# note_recorder_flat

Fig. 1: note_recorder_flat, signal wires by layer
Scale bar: 50 µm.
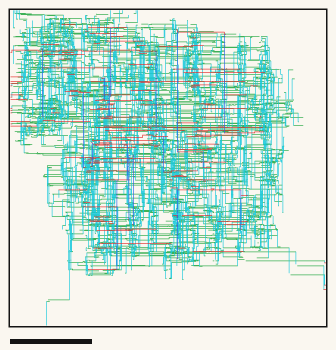
Fig. 2: note_recorder_flat, floorplan with the power grid
Scale bar: 50 µm. Pins as bars on the die edge.
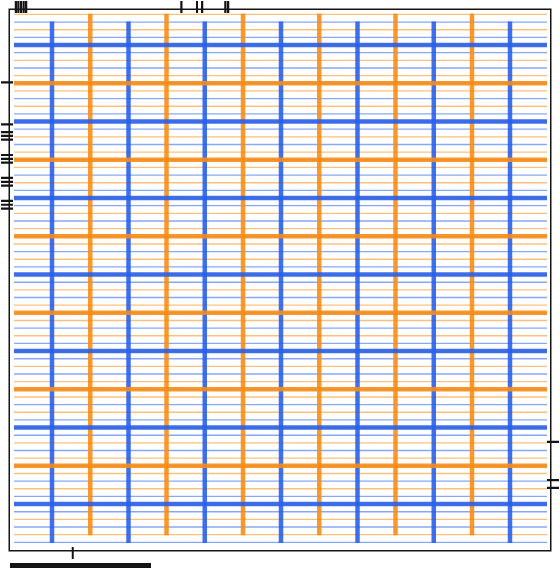
## config.mk

```make
export PLATFORM = sky130hd
export DESIGN_NAME = note_recorder_flat
export DESIGN_NICKNAME = d
export VERILOG_FILES = /design/src/rtl/note_recorder_if.sv /design/src/rtl/note_recorder.sv /design/src/flat_wrapper.sv
export SDC_FILE = /design/constraint.sdc
export NUM_CORES = 1
export LEC_CHECK = 0
export ABC_AREA = 1
export ABC_CLOCK_PERIOD_IN_PS = 4000
export CAP_MARGIN = 15
export CORE_UTILIZATION = 35
export DETAILED_ROUTE_END_ITERATION = 8
export RECOVER_POWER = 100
export SKIP_LAST_GASP = 1
export SLEW_MARGIN = 0
export SYNTH_ARGS = -nofsm -noshare
export SYNTH_HDL_FRONTEND = slang
export SYNTH_SLANG_ARGS = --single-unit
export TNS_END_PERCENT = 100
```

## constraint.sdc

```tcl
create_clock -name CLK -period 4 [get_ports CLK]
set_input_delay 0.4 -clock CLK [delete_from_list [all_inputs] [get_ports CLK]]
set_output_delay 0.4 -clock CLK [all_outputs]
set_load 0.01 [all_outputs]
```

## src/rtl/note_recorder_if.sv

```systemverilog
// Note-recorder bus: beat strobe, record/play requests and live note in,
// registered note, status LEDs and recorded length out.
interface note_recorder_if #(
    parameter int ADDR_W = 6
);
    logic              _QUARTER_BEAT;
    logic              REC;
    logic              PLAY;
    logic [3:0]        live_note;
    logic [3:0]        note;
    logic [7:0]        Led;
    logic [ADDR_W:0]   length;

    modport master (
        output _QUARTER_BEAT, REC, PLAY, live_note,
        input  note, Led, length
    );

    modport slave (
        input  _QUARTER_BEAT, REC, PLAY, live_note,
        output note, Led, length
    );
endinterface

```

## src/rtl/note_recorder.sv

```systemverilog
// Records a live note stream into a step buffer, one entry per quarter-beat
// tick, and plays it back (optionally looping) on the tone-generator note bus.
module note_recorder #(
    parameter int         ADDR_W    = 6,
    parameter logic [3:0] NONE_CODE = 4'b0000,
    parameter bit         LOOP      = 1'b1
) (
    input  logic           CLK,
    input  logic           RESET,
    note_recorder_if.slave bus
);
    localparam int DEPTH = 1 << ADDR_W;

    typedef enum logic [1:0] {S_IDLE, S_ARM, S_RECORD, S_PLAY} state_t;

    state_t          state_q;
    logic            rec_prev_q;
    logic            play_prev_q;
    logic [ADDR_W:0] wptr_q;
    logic [ADDR_W:0] rptr_q;
    logic [ADDR_W:0] length_q;
    logic [3:0]      note_q;
    logic [3:0]      mem_q [DEPTH];

    logic            rec_rise;
    logic            play_rise;
    logic            tick;
    logic            recording;
    logic            playing;
    logic [3:0]      rd_data;
    logic [5:0]      ptr_led;

    assign rec_rise  = bus.REC & ~rec_prev_q;
    assign play_rise = bus.PLAY & ~play_prev_q;
    assign tick      = bus._QUARTER_BEAT;
    assign recording = (state_q == S_ARM) || (state_q == S_RECORD);
    assign playing   = (state_q == S_PLAY);
    assign rd_data   = mem_q[rptr_q[ADDR_W-1:0]];

    // Pointer shown on the LEDs, zero-extended when the pointer is narrower than 6 bits.
    genvar gi;
    generate
        for (gi = 0; gi < 6; gi++) begin : g_led
            if (gi <= ADDR_W) begin : g_bit
                assign ptr_led[gi] = playing   ? rptr_q[gi] :
                                     recording ? wptr_q[gi] : 1'b0;
            end else begin : g_zero
                assign ptr_led[gi] = 1'b0;
            end
        end
    endgenerate

    assign bus.Led    = {recording, playing, ptr_led};
    assign bus.note   = note_q;
    assign bus.length = length_q;

    always_ff @(posedge CLK) begin
        if (RESET) begin
            state_q     <= S_IDLE;
            note_q      <= NONE_CODE;
            wptr_q      <= '0;
            rptr_q      <= '0;
            length_q    <= '0;
            rec_prev_q  <= 1'b0;
            play_prev_q <= 1'b0;
        end else begin
            rec_prev_q  <= bus.REC;
            play_prev_q <= bus.PLAY;
            case (state_q)
                S_IDLE: begin
                    note_q <= NONE_CODE;
                    if (rec_rise) begin
                        state_q <= S_ARM;
                        wptr_q  <= '0;
                        note_q  <= bus.live_note;
                    end else if (play_rise && (length_q != '0)) begin
                        state_q <= S_PLAY;
                        rptr_q  <= '0;
                    end
                end
                S_ARM: begin
                    if (!bus.REC) begin
                        state_q <= S_IDLE;
                        note_q  <= NONE_CODE;
                    end else begin
                        note_q <= bus.live_note;
                        if (tick) begin
                            mem_q[0] <= bus.live_note;
                            wptr_q   <= (ADDR_W+1)'(1);
                            state_q  <= S_RECORD;
                        end
                    end
                end
                S_RECORD: begin
                    // REC low wins over a coincident tick: that step is dropped.
                    if (!bus.REC) begin
                        length_q <= wptr_q;
                        state_q  <= S_IDLE;
                        note_q   <= NONE_CODE;
                    end else begin
                        note_q <= bus.live_note;
                        if (tick) begin
                            mem_q[wptr_q[ADDR_W-1:0]] <= bus.live_note;
                            wptr_q <= wptr_q + 1'b1;
                            if (wptr_q == (ADDR_W+1)'(DEPTH - 1)) begin
                                length_q <= (ADDR_W+1)'(DEPTH);
                                state_q  <= S_IDLE;
                                note_q   <= NONE_CODE;
                            end
                        end
                    end
                end
                S_PLAY: begin
                    if (!bus.PLAY) begin
                        state_q <= S_IDLE;
                        note_q  <= NONE_CODE;
                    end else if (tick) begin
                        if (rptr_q < length_q) begin
                            note_q <= rd_data;
                            rptr_q <= rptr_q + 1'b1;
                        end else if (LOOP) begin
                            note_q <= mem_q[0];
                            rptr_q <= (ADDR_W+1)'(1);
                        end else begin
                            note_q  <= NONE_CODE;
                            state_q <= S_IDLE;
                        end
                    end
                end
                default: begin
                    state_q <= S_IDLE;
                    note_q  <= NONE_CODE;
                end
            endcase
        end
    end
endmodule

```

## src/flat_wrapper.sv

```systemverilog
// flat-port wrapper written by rule: the top's interface ports become plain ports
module note_recorder_flat 
#(
    parameter int         ADDR_W    = 6,
    parameter logic [3:0] NONE_CODE = 4'b0000,
    parameter bit         LOOP      = 1'b1
)
  (CLK, RESET, bus__QUARTER_BEAT, bus_REC, bus_PLAY, bus_live_note, bus_note, bus_Led, bus_length);
  note_recorder_if #(.ADDR_W(ADDR_W)) bus_i ();
  input  logic CLK;
  input  logic RESET;
  input wire logic [$bits(bus_i._QUARTER_BEAT)-1:0] bus__QUARTER_BEAT;
  input wire logic [$bits(bus_i.REC)-1:0] bus_REC;
  input wire logic [$bits(bus_i.PLAY)-1:0] bus_PLAY;
  input wire logic [$bits(bus_i.live_note)-1:0] bus_live_note;
  output wire logic [$bits(bus_i.note)-1:0] bus_note;
  output wire logic [$bits(bus_i.Led)-1:0] bus_Led;
  output wire logic [$bits(bus_i.length)-1:0] bus_length;
  assign bus_i._QUARTER_BEAT = bus__QUARTER_BEAT;
  assign bus_i.REC = bus_REC;
  assign bus_i.PLAY = bus_PLAY;
  assign bus_i.live_note = bus_live_note;
  assign bus_note = bus_i.note;
  assign bus_Led = bus_i.Led;
  assign bus_length = bus_i.length;
  note_recorder #(.ADDR_W(ADDR_W), .NONE_CODE(NONE_CODE), .LOOP(LOOP)) u_core (.CLK(CLK), .RESET(RESET), .bus(bus_i));
endmodule
```

==> flow.log <==
[flow] summary of implementation run
[metrics] largest fanout of any net on the critical path: 6
[metrics] wire length of the first global-routing pass: approximately 48,000 µm
[metrics] fraction of area in multi-input gates: 0.257
[metrics] tally of max-capacitance violations: 4
[metrics] cell area reported after detailed placement: 13,200 µm²
[metrics] result of the run: complete, but fails checks
[metrics] sequential portion of the cell area: 0.591
[metrics] worst-margin pin slew: around 2.3 ns
[metrics] fill cell count: roughly 3,500
[metrics] delay of the slowest critical-path stage: roughly 0.63 ns
[metrics] Buf+Inv Stages, Crit Path: 2
[metrics] violated checks: capacitance limit, slew limit
[metrics] worst hold slack: 0.430 ns
[metrics] top cells by area, synth: edfxtp_1 (61%), nand2_1 (11%), nand3_1 (9.2%), dfxtp_1 (5.5%), nor2_1 (3.2%)
[metrics] most used standard cell by instance count after synthesis: nand2_1
[metrics] number of inverters outside the clock class in the layout: around 47
[metrics] count of flip-flops and latches: slightly below 300
[metrics] number of pins with negative max-slew slack in the final report: 141
[metrics] number of standard cells in the layout, taps in and fillers out: 1,717
[metrics] Setup Crit Path Kind: flip-flop to flip-flop
[metrics] top post-synthesis cells by count: nand2_1 (380), edfxtp_1 (256), nand3_1 (233), nor2_1 (106), inv_1 (40)
[metrics] Met2 Routed Length: about 14,000 µm
[metrics] number of combinational gates with multiple inputs: about 800
[metrics] and-or/or-and share of the synthesized area: 0.0269
[metrics] most frequent standard cell in the layout excluding fill and tap cells: nand2_1
## Picture notes: Fig. 1
Key: M1 = green [wire length 14,000 µm]; M2 = cyan [wire length 14,500 µm]; M4 = blue [wire length 609 µm]; M3 = red [wire length 2,050 µm]
via count: 8,813
total length of routed wires: 31,100 µm
average wire length per cell after detail routing: 18.1 µm
combined global-route utilization of all metal layers: 0.172

## Picture notes: Fig. 2
Key: VSS = blue; VDD = orange
70 met1 rails follow the rows. 28 signal pins sit on the boundary. 13 straps on met4. 13 straps on met5. The core has 69 rows.
worst supply voltage drop on vdd: 0.341 mV
core region area: 35,600 µm²
Chip Height: 192 µm
Horiz. Die Dim: 192 µm

-- flip-flops by register name, summed over array words and instances (netlist names), named ones only --
name / flops
u_core.state_q: 2
u_core.mem_q: 256
u_core.wptr_q: 7
u_core.play_prev_q: 1
u_core.rptr_q: 7
u_core.bus.length: 7
u_core.rec_prev_q: 1
u_core.bus.note: 4
-- where the power goes --
| group | internal (µW) | total [µW] | switching, µW |
|---|---|---|---|
| sequential | 3350 | 3420 | 66.4 |
| combinational | 249 | 815 | 566 |
| clock | 1740 | 2890 | 1140 |
| total | 5350 | 7130 | 1780 |

# uart_reg_cmd_ctrl

Fig. 3: uart_reg_cmd_ctrl, floorplan with the power grid
Scale bar: 50 µm. Pins as bars on the die edge.
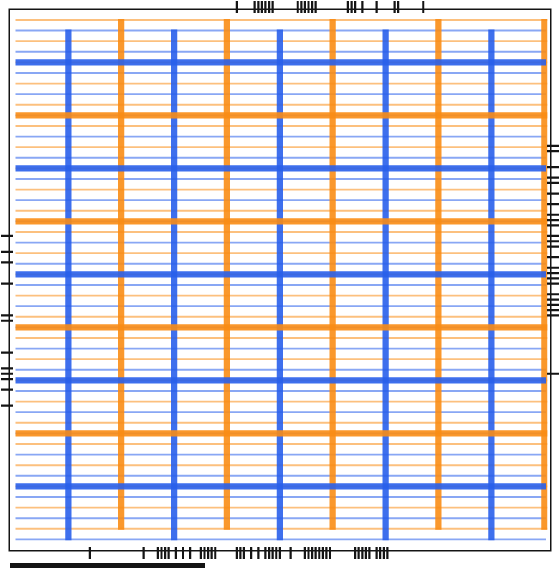
Fig. 4: uart_reg_cmd_ctrl, placement by cell class
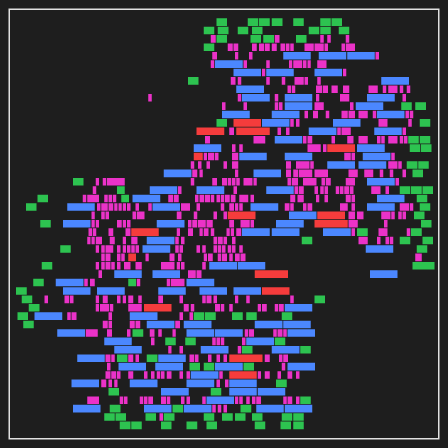
`config.mk`:
```
export PLATFORM = sky130hd
export DESIGN_NAME = uart_reg_cmd_ctrl
export DESIGN_NICKNAME = d
export VERILOG_FILES = /design/src/rtl/uart_reg_cmd_ctrl.sv
export SDC_FILE = /design/constraint.sdc
export NUM_CORES = 1
export LEC_CHECK = 0
export ABC_AREA = 1
export CAP_MARGIN = 0
export CORE_UTILIZATION = 25
export CTS_CLUSTER_DIAMETER = 60
export CTS_CLUSTER_SIZE = 25
export DETAILED_ROUTE_END_ITERATION = 8
export GPL_TIMING_DRIVEN = 1
export SLEW_MARGIN = 20
export SYNTH_ARGS = -nofsm -noshare
export SYNTH_HDL_FRONTEND = slang
export SYNTH_SLANG_ARGS = --single-unit
```
`constraint.sdc`:
```
create_clock -name CLK -period 4.75 [get_ports CLK]
set_input_delay 1.425 -clock CLK [delete_from_list [all_inputs] [get_ports CLK]]
set_output_delay 1.425 -clock CLK [all_outputs]
set_load 0.03 [all_outputs]
```
`src/rtl/uart_reg_cmd_ctrl.sv`:
```
// Command sequencer between the UART byte stream and the 32-entry register block.
// Parses 'W'/'R' frames, strobes the register block and serialises the OK/ERR response.
module uart_reg_cmd_ctrl #(
    parameter int TIMEOUT_CYCLES = 100000,
    parameter int REG_DEPTH      = 32
) (
    input  logic        CLK,
    input  logic        RST,
    input  logic [7:0]  RX_DATA,
    input  logic        RX_VALID,
    output logic [7:0]  TX_DATA,
    output logic        TX_VALID,
    input  logic        TX_READY,
    output logic        STATE_W,
    output logic        STATE_R,
    output logic [7:0]  ADDR,
    output logic [31:0] DATA_IN,
    output logic        STATE_FAIL,
    input  logic [31:0] REG_DATA_OUT,
    input  logic        REG_OK,
    input  logic        REG_FAIL,
    output logic        BUSY
);

    localparam int               CNT_W      = $clog2(TIMEOUT_CYCLES + 1);
    localparam logic [CNT_W-1:0] CNT_LAST   = CNT_W'(TIMEOUT_CYCLES - 2);
    localparam logic [8:0]       ADDR_LIMIT = 9'(REG_DEPTH);
    localparam logic [7:0]       CMD_W      = 8'h57;
    localparam logic [7:0]       CMD_R      = 8'h52;
    localparam logic [7:0]       RESP_OK    = 8'h4B;
    localparam logic [7:0]       RESP_ERR   = 8'h45;

    typedef enum logic [2:0] {
        S_IDLE, S_GET_ADDR, S_GET_DATA, S_ISSUE, S_WAIT, S_ERR, S_RESP
    } state_t;

    state_t           state_reg, state_next;
    logic             op_write_reg;
    logic [CNT_W-1:0] cnt_reg;
    logic [1:0]       byte_idx_reg;
    logic [2:0]       tx_idx_reg;
    logic             resp_err_reg;
    logic [31:0]      rd_data_reg;
    logic [7:0]       addr_reg;
    logic [31:0]      data_in_reg;

    logic             timed;
    logic             timeout_hit;
    logic             addr_bad;
    logic             reg_bad;
    logic [2:0]       tx_last;
    logic [7:0]       rd_byte [4];

    assign timed       = (state_reg == S_GET_ADDR) || (state_reg == S_GET_DATA);
    // Fires on the edge where the counter would reach TIMEOUT_CYCLES-1; a byte in that cycle wins.
    assign timeout_hit = (cnt_reg == CNT_LAST) && !RX_VALID;
    assign addr_bad    = {1'b0, RX_DATA} >= ADDR_LIMIT;
    assign reg_bad     = REG_FAIL || !REG_OK;
    assign tx_last     = (resp_err_reg || op_write_reg) ? 3'd0 : 3'd4;

    generate
        for (genvar gi = 0; gi < 4; gi++) begin : g_rd_byte
            assign rd_byte[gi] = rd_data_reg[31-8*gi -: 8];
        end
    endgenerate

    always_ff @(posedge CLK or posedge RST) begin
        if (RST) begin
            state_reg <= S_IDLE;
        end else begin
            state_reg <= state_next;
        end
    end

    always_comb begin
        state_next = state_reg;
        case (state_reg)
            S_IDLE: begin
                if (RX_VALID) begin
                    state_next = (RX_DATA == CMD_W || RX_DATA == CMD_R) ? S_GET_ADDR : S_ERR;
                end
            end
            S_GET_ADDR: begin
                if (RX_VALID) begin
                    if (addr_bad)          state_next = S_ERR;
                    else if (op_write_reg) state_next = S_GET_DATA;
                    else                   state_next = S_ISSUE;
                end else if (timeout_hit) begin
                    state_next = S_ERR;
                end
            end
            S_GET_DATA: begin
                if (RX_VALID) begin
                    if (byte_idx_reg == 2'd3) state_next = S_ISSUE;
                end else if (timeout_hit) begin
                    state_next = S_ERR;
                end
            end
            S_ISSUE: state_next = S_WAIT;
            S_WAIT:  state_next = reg_bad ? S_ERR : S_RESP;
            S_ERR:   state_next = S_RESP;
            S_RESP: begin
                if (TX_READY && tx_idx_reg == tx_last) state_next = S_IDLE;
            end
            default: state_next = S_IDLE;
        endcase
    end

    always_ff @(posedge CLK or posedge RST) begin
        if (RST) begin
            op_write_reg <= 1'b0;
            cnt_reg      <= '0;
            byte_idx_reg <= 2'd0;
            tx_idx_reg   <= 3'd0;
            resp_err_reg <= 1'b0;
            rd_data_reg  <= 32'd0;
            addr_reg     <= 8'd0;
            data_in_reg  <= 32'd0;
        end else begin
            cnt_reg <= (timed && !RX_VALID) ? cnt_reg + CNT_W'(1) : '0;
            case (state_reg)
                S_IDLE: begin
                    if (RX_VALID) op_write_reg <= (RX_DATA == CMD_W);
                end
                S_GET_ADDR: begin
                    if (RX_VALID) begin
                        addr_reg     <= RX_DATA;
                        byte_idx_reg <= 2'd0;
                    end
                end
                S_GET_DATA: begin
                    if (RX_VALID) begin
                        data_in_reg  <= {data_in_reg[23:0], RX_DATA};
                        byte_idx_reg <= byte_idx_reg + 2'd1;
                    end
                end
                S_WAIT: begin
                    resp_err_reg <= reg_bad;
                    tx_idx_reg   <= 3'd0;
                    if (!reg_bad && !op_write_reg) rd_data_reg <= REG_DATA_OUT;
                end
                S_ERR: begin
                    resp_err_reg <= 1'b1;
                    tx_idx_reg   <= 3'd0;
                end
                S_RESP: begin
                    if (TX_READY) tx_idx_reg <= tx_idx_reg + 3'd1;
                end
                default: ;
            endcase
        end
    end

    always_comb begin
        STATE_W    = (state_reg == S_ISSUE) && op_write_reg;
        STATE_R    = (state_reg == S_ISSUE) && !op_write_reg;
        STATE_FAIL = (state_reg == S_ERR);
        BUSY       = (state_reg != S_IDLE);
        TX_VALID   = (state_reg == S_RESP);
        ADDR       = addr_reg;
        DATA_IN    = data_in_reg;
        TX_DATA    = 8'h00;
        if (state_reg == S_RESP) begin
            case (tx_idx_reg)
                3'd0:    TX_DATA = resp_err_reg ? RESP_ERR : RESP_OK;
                3'd1:    TX_DATA = rd_byte[0];
                3'd2:    TX_DATA = rd_byte[1];
                3'd3:    TX_DATA = rd_byte[2];
                3'd4:    TX_DATA = rd_byte[3];
                default: TX_DATA = 8'h00;
            endcase
        end
    end

endmodule

```
==> flow.log <==
[flow] summary of implementation run
[metrics] result of the run: complete, but fails checks
[metrics] violated checks: DRC
[metrics] tally of max-capacitance violations: 0
[metrics] crit share post-route: 0.824
[metrics] Seq power: between 1000 and 1500 µW
[metrics] commonest cells after routing, fill and taps aside: nand2_1 (141), dfrtp_1 (99), clkdlybuf4s50_1 (98), inv_1 (69), nor2_1 (61)
[metrics] combined global-route utilization of all metal layers: 0.126
[metrics] Yosys warning count: 0
[metrics] TNS Setup: 0 ns
[metrics] sequential cell fraction of total power: 0.364
[metrics] final setup slack of the worst path: roughly 0.84 ns
[metrics] average wire length per cell after detail routing: about 13 µm
[metrics] net count after synthesis: 603
[metrics] power in combinational cells: about 1500 µW
[metrics] largest fanout of any net on the critical path: 5
[metrics] antenna violations before repair: 0
[metrics] post-synthesis area per instance: approximately 8.5 µm²
[metrics] clock slew seen by the registers of the worst setup and hold paths: about 0.06 ns
[metrics] Inst Count DP: a little under 900
[metrics] count of nets left with antenna violations after detail routing: 0
[metrics] CTS Buf Count: 9
[metrics] dominant delay contributor by cell family on the critical path: buffers and inverters
[metrics] static leakage: 0.00286 µW
[metrics] via count: ~3,700
[metrics] cell area reported after detailed placement: about 6000 µm²
[metrics] Post-route DRC: 10
[metrics] area fraction in and, or, nand and nor cells: 0.224
[metrics] post-synthesis share of cell area spent on full adders, half adders and majority gates: 0.0215
[metrics] Site Rows: between 40 and 50
[metrics] fraction of synthesis flops using an asynchronous set or reset pin: 1.00
[metrics] Max Root-Sink Buffers: 2
[metrics] post-cts sizing count: 0
[metrics] internal power: 2330 µW
[metrics] TritonCTS clock tree: yes
[metrics] switching power: roughly 1400 µW
[metrics] post-CTS setup-driven buffer insertion count: 0
[metrics] top post-synthesis cells by count: nand2_1 (141), dfrtp_1 (99), inv_1 (71), nor2_1 (61), nand3_1 (35)
[metrics] H-tree level count: 3
[metrics] yosys cell count: between 500 and 600
[metrics] sort of element at the start of the critical path: flip-flop
About Fig. 3:
Key: VSS = blue; VDD = orange
The core has 49 rows. 9 straps on met5. 50 met1 rails follow the rows. 99 signal pins sit on the boundary. 10 straps on met4.
worst supply voltage drop on vdd: 0.224 mV
Chip Height: 139 µm
Horiz. Die Dim: 139 µm
core region area: 18,100 µm²

About Fig. 4:
Key: clock drivers and dummy loads = red [cells 15]; remaining buffers and delay cells = green [cells 102]; remaining logic cells = magenta [cells 435]; registers = blue [cells 99]
area of all placed cells without fillers: 6230 µm²
sequential portion of the cell area: 0.398

## layout make-up
type / instances / area [µm²] / share of cell area
well taps: 229 / 287 / 0.0460
clock buffers: 9 / 225 / 0.0362
inverters: 74 / 280 / 0.0450
clock inverters: 6 / 136 / 0.0219
multi-input cells: 361 / 1800 / 0.289
flip-flops and latches: 99 / 2480 / 0.398
repair buffers: 102 / 1020 / 0.164
## metal layers
metal	global-route usage	vias to the layer above	wire length [µm]
li1	-	1947	-
met1	0.177	1716	5750
met2	0.189	63	5130
met3	0.0280	10	501
met4	0.0449	0	165
met5	0	-	0

# arbitro_rr4

<file path="config.mk">
export PLATFORM = sky130hd
export DESIGN_NAME = arbitro_rr4
export DESIGN_NICKNAME = d
export VERILOG_FILES = /design/src/rtl/arbitro_rr4_pkg.sv /design/src/rtl/arbitro_rr4_grant4.sv /design/src/rtl/arbitro_rr4.sv
export SDC_FILE = /design/constraint.sdc
export NUM_CORES = 1
export LEC_CHECK = 0
export CAP_MARGIN = 20
export CORE_MARGIN = 2
export CORE_UTILIZATION = 40
export DETAILED_ROUTE_END_ITERATION = 16
export PLACE_DENSITY = 0.74
export SYNTH_ARGS = -nofsm -noshare
export SYNTH_HDL_FRONTEND = slang
export SYNTH_SLANG_ARGS = --single-unit
</file>
<file path="constraint.sdc">
create_clock -name clk -period 3.4 [get_ports clk]
set_input_delay 0.68 -clock clk [delete_from_list [all_inputs] [get_ports clk]]
set_output_delay 0.68 -clock clk [all_outputs]
set_load 0.02 [all_outputs]
</file>
<file path="src/rtl/arbitro_rr4_pkg.sv">
// Shared constants and types for the four-port round-robin FIFO arbiter.
package arbitro_rr4_pkg;

  localparam int NUM_PORTS  = 4;
  localparam int DEST_WIDTH = 2;
  localparam int IDX_W      = 2;

  typedef enum logic [1:0] {
    ST_IDLE   = 2'd0,
    ST_ACTIVE = 2'd1,
    ST_PAUSED = 2'd2
  } state_t;

  // Destination field occupies the top DEST_WIDTH bits of each word.
  function automatic int dest_lsb(input int bus_size);
    return bus_size - DEST_WIDTH;
  endfunction

  function automatic logic [NUM_PORTS-1:0] dest_onehot(input logic [DEST_WIDTH-1:0] d);
    logic [NUM_PORTS-1:0] r;
    r    = '0;
    r[d] = 1'b1;
    return r;
  endfunction

endpackage

</file>
<file path="src/rtl/arbitro_rr4_grant4.sv">
// Combinational rotating-priority search: first non-empty FIFO at or after i_ptr.
module rr_grant4
  import arbitro_rr4_pkg::*;
(
  input  logic [NUM_PORTS-1:0] i_empty,
  input  logic [IDX_W-1:0]     i_ptr,
  input  logic                 i_en,
  output logic [NUM_PORTS-1:0] o_gnt,
  output logic [IDX_W-1:0]     o_idx,
  output logic                 o_any
);

  logic [IDX_W-1:0] w_cand;
  logic             w_found;

  always_comb begin
    o_gnt   = '0;
    o_idx   = '0;
    w_cand  = '0;
    w_found = 1'b0;
    if (i_en) begin
      for (int k = 0; k < NUM_PORTS; k++) begin
        w_cand = i_ptr + IDX_W'(k);
        if (!w_found && !i_empty[w_cand]) begin
          w_found       = 1'b1;
          o_gnt[w_cand] = 1'b1;
          o_idx         = w_cand;
        end
      end
    end
    o_any = w_found;
  end

endmodule

</file>
<file path="src/rtl/arbitro_rr4.sv">
// Round-robin drain of four ingress FIFOs into four egress FIFOs, routed by
// destination field, with pop stall while any egress FIFO signals pause.
module arbitro_rr4
  import arbitro_rr4_pkg::*;
#(
  parameter int BUS_SIZE  = 6,
  parameter int CNT_WIDTH = 8
) (
  input  logic                 clk,
  input  logic                 reset,
  input  logic [3:0]           empty_in,
  input  logic [3:0]           valid_in,
  input  logic [BUS_SIZE-1:0]  data_in0,
  input  logic [BUS_SIZE-1:0]  data_in1,
  input  logic [BUS_SIZE-1:0]  data_in2,
  input  logic [BUS_SIZE-1:0]  data_in3,
  input  logic [3:0]           pause_in,
  output logic [3:0]           pop_out,
  output logic [3:0]           push_out,
  output logic [BUS_SIZE-1:0]  data_out,
  output logic                 valid_out,
  output logic [1:0]           state_out,
  output logic [CNT_WIDTH-1:0] drop_cnt
);

  localparam int DLSB = dest_lsb(BUS_SIZE);

  state_t                              r_state, w_state_nxt;
  logic [IDX_W-1:0]                    r_rr_ptr;
  logic [IDX_W-1:0]                    r_sel;
  logic                                r_inflight;
  logic [NUM_PORTS-1:0]                r_push;
  logic [BUS_SIZE-1:0]                 r_data;
  logic                                r_valid;
  logic [CNT_WIDTH-1:0]                r_drop_cnt;

  logic [NUM_PORTS-1:0][BUS_SIZE-1:0]  w_data;
  logic [BUS_SIZE-1:0]                 w_word;
  logic                                w_word_vld;
  logic                                w_pause_any;
  logic                                w_all_empty;
  logic                                w_en;
  logic [NUM_PORTS-1:0]                w_gnt;
  logic [IDX_W-1:0]                    w_idx;
  logic                                w_any;

  assign w_data      = {data_in3, data_in2, data_in1, data_in0};
  assign w_pause_any = |pause_in;
  assign w_all_empty = &empty_in;

  // Gating on reset keeps pop low during the async reset window, not just after an edge.
  assign w_en = (r_state == ST_ACTIVE) && !w_pause_any && !reset;

  rr_grant4 u_grant (
    .i_empty (empty_in),
    .i_ptr   (r_rr_ptr),
    .i_en    (w_en),
    .o_gnt   (w_gnt),
    .o_idx   (w_idx),
    .o_any   (w_any)
  );

  assign pop_out = w_gnt;

  always_comb begin
    w_state_nxt = r_state;
    case (r_state)
      ST_IDLE: begin
        if (w_pause_any)       w_state_nxt = ST_PAUSED;
        else if (!w_all_empty) w_state_nxt = ST_ACTIVE;
      end
      ST_ACTIVE: begin
        if (w_pause_any)      w_state_nxt = ST_PAUSED;
        else if (w_all_empty) w_state_nxt = ST_IDLE;
      end
      ST_PAUSED: begin
        if (!w_pause_any) w_state_nxt = w_all_empty ? ST_IDLE : ST_ACTIVE;
      end
      default: w_state_nxt = ST_IDLE;
    endcase
  end

  always_ff @(posedge clk or posedge reset) begin
    if (reset) begin
      r_state    <= ST_IDLE;
      r_rr_ptr   <= '0;
      r_sel      <= '0;
      r_inflight <= 1'b0;
    end else begin
      r_state    <= w_state_nxt;
      r_inflight <= w_any;
      if (w_any) begin
        r_sel    <= w_idx;
        r_rr_ptr <= w_idx + IDX_W'(1);
      end
    end
  end

  // Ingress FIFO output is valid the cycle after its pop, so read it via the latched select.
  assign w_word     = w_data[r_sel];
  assign w_word_vld = valid_in[r_sel];

  always_ff @(posedge clk or posedge reset) begin
    if (reset) begin
      r_push     <= '0;
      r_data     <= '0;
      r_valid    <= 1'b0;
      r_drop_cnt <= '0;
    end else begin
      r_push <= '0;
      if (r_inflight) begin
        if (w_word_vld) begin
          r_data  <= w_word;
          r_valid <= 1'b1;
          r_push  <= dest_onehot(w_word[DLSB +: DEST_WIDTH]);
        end else if (r_drop_cnt != {CNT_WIDTH{1'b1}}) begin
          r_drop_cnt <= r_drop_cnt + CNT_WIDTH'(1);
        end
      end
    end
  end

  assign push_out  = r_push;
  assign data_out  = r_data;
  assign valid_out = r_valid;
  assign state_out = r_state;
  assign drop_cnt  = r_drop_cnt;

endmodule

</file>
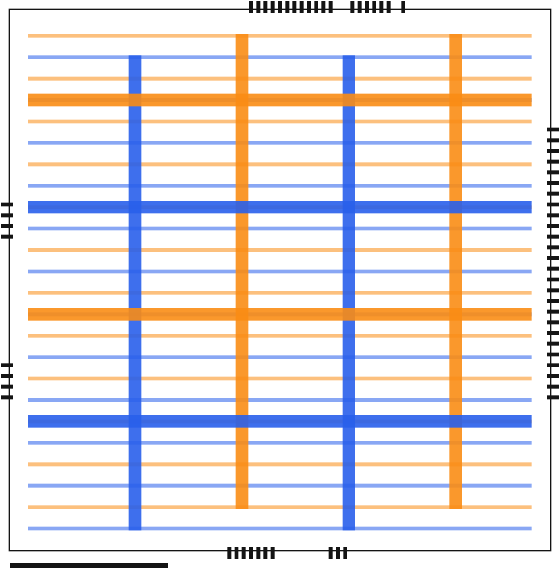
Fig. 5. Floorplan with the power grid (arbitro_rr4).
Scale bar: 20 µm. Pins as bars on the die edge.
Key: VDD = orange; VSS = blue
24 met1 rails follow the rows. 4 straps on met4. The core has 23 rows.
Chip Height: 68.6 µm
Horiz. Die Dim: 68.6 µm

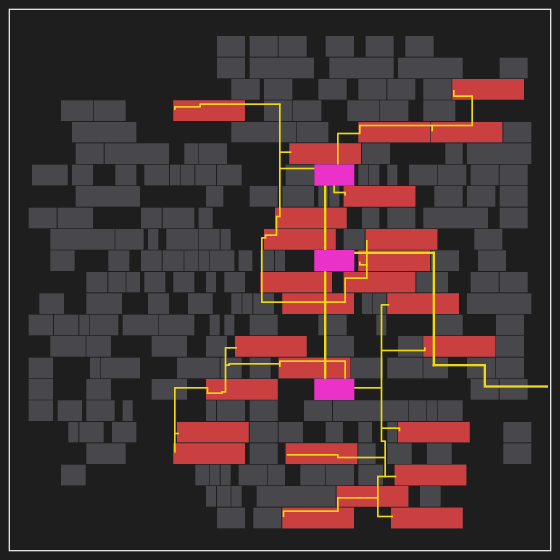
Fig. 6. Clock wires, drivers and flops (arbitro_rr4).
Key: clock-net drivers = magenta [count 3]; clock wires = yellow [length 304 µm]; flip-flops = red [count 26]
There are 4 routed clock nets.
Fin Clk Skew: 0.00240 ns
clock network latency to the later pin of the worst-skew pair: 0.26 ns

state kept, by name, indices dropped and copies added (netlist names):
register,cells
valid_out,1
push_out,4
drop_cnt,8
data_out,6
r_inflight,1
state_out,2
r_rr_ptr,2
r_sel,2
power groups by stage:
stage	Combinational, µW	Clock [µW]	Sequential (µW)
after detailed placement	109	0	321
after global placement	105	0	320
after global routing	122	189	315
final	113	170	314
after floorplan	41.9	0	322
after CTS	109	171	315
worst max-delay path: stages:
cell and delay (ns):
clkdlybuf4s50_1 0.45, buf_4 0.17, mux4_2 0.47, buf_4 0.18, mux2i_2 0.17, a21oi_2 0.14
dlygate4sd2_1 0.35
==> flow.log <==
[flow] summary of implementation run
[metrics] result of the run: completed
[metrics] top cells by area, synth: dfrtp_1 (39%), mux4_2 (15%), ha_1 (6.0%), mux2i_1 (4.8%), mux2_2 (4.7%)
[metrics] number of pins with negative max-slew slack in the final report: 0
[metrics] post-synthesis area per instance: ~12 µm²
[metrics] Synth Flop Type: dfrtp_1
[metrics] # hold bufs at CTS: 0
[metrics] post-cts sizing count: 6
[metrics] number of hold-slack violations in the final timing report: 0
[metrics] sequential cell fraction of total power: 0.527
[metrics] number of inverters outside the clock class in the layout: 8
[metrics] Max Root-Sink Buffers: 2
[metrics] combined global-route utilization of all metal layers: 0.181
[metrics] tally of max-capacitance violations: 0
[metrics] Yosys chip area: 1670 µm²
[metrics] Inst Count DP: approximately 260
[metrics] Post-route DRC: 0
[metrics] number of library cell types mapped by synthesis: 34
[metrics] average wire length per cell after detail routing: ~15 µm
[metrics] core region area: approximately 4000 µm²


## Gallery

Track usage over the die.
(a)
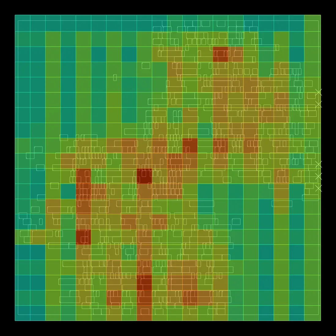
(b)
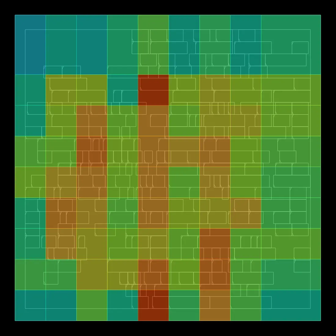
(c)
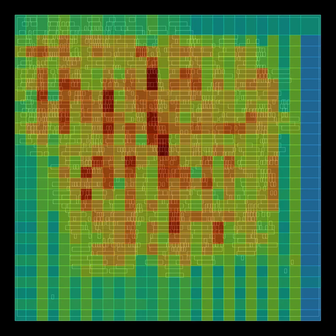
The one with the lowest track usage is (a).
For arbitro_rr4, see (b).
For uart_reg_cmd_ctrl, see (a).
For note_recorder_flat, see (c).

Power and IR drop assume default switching activity.
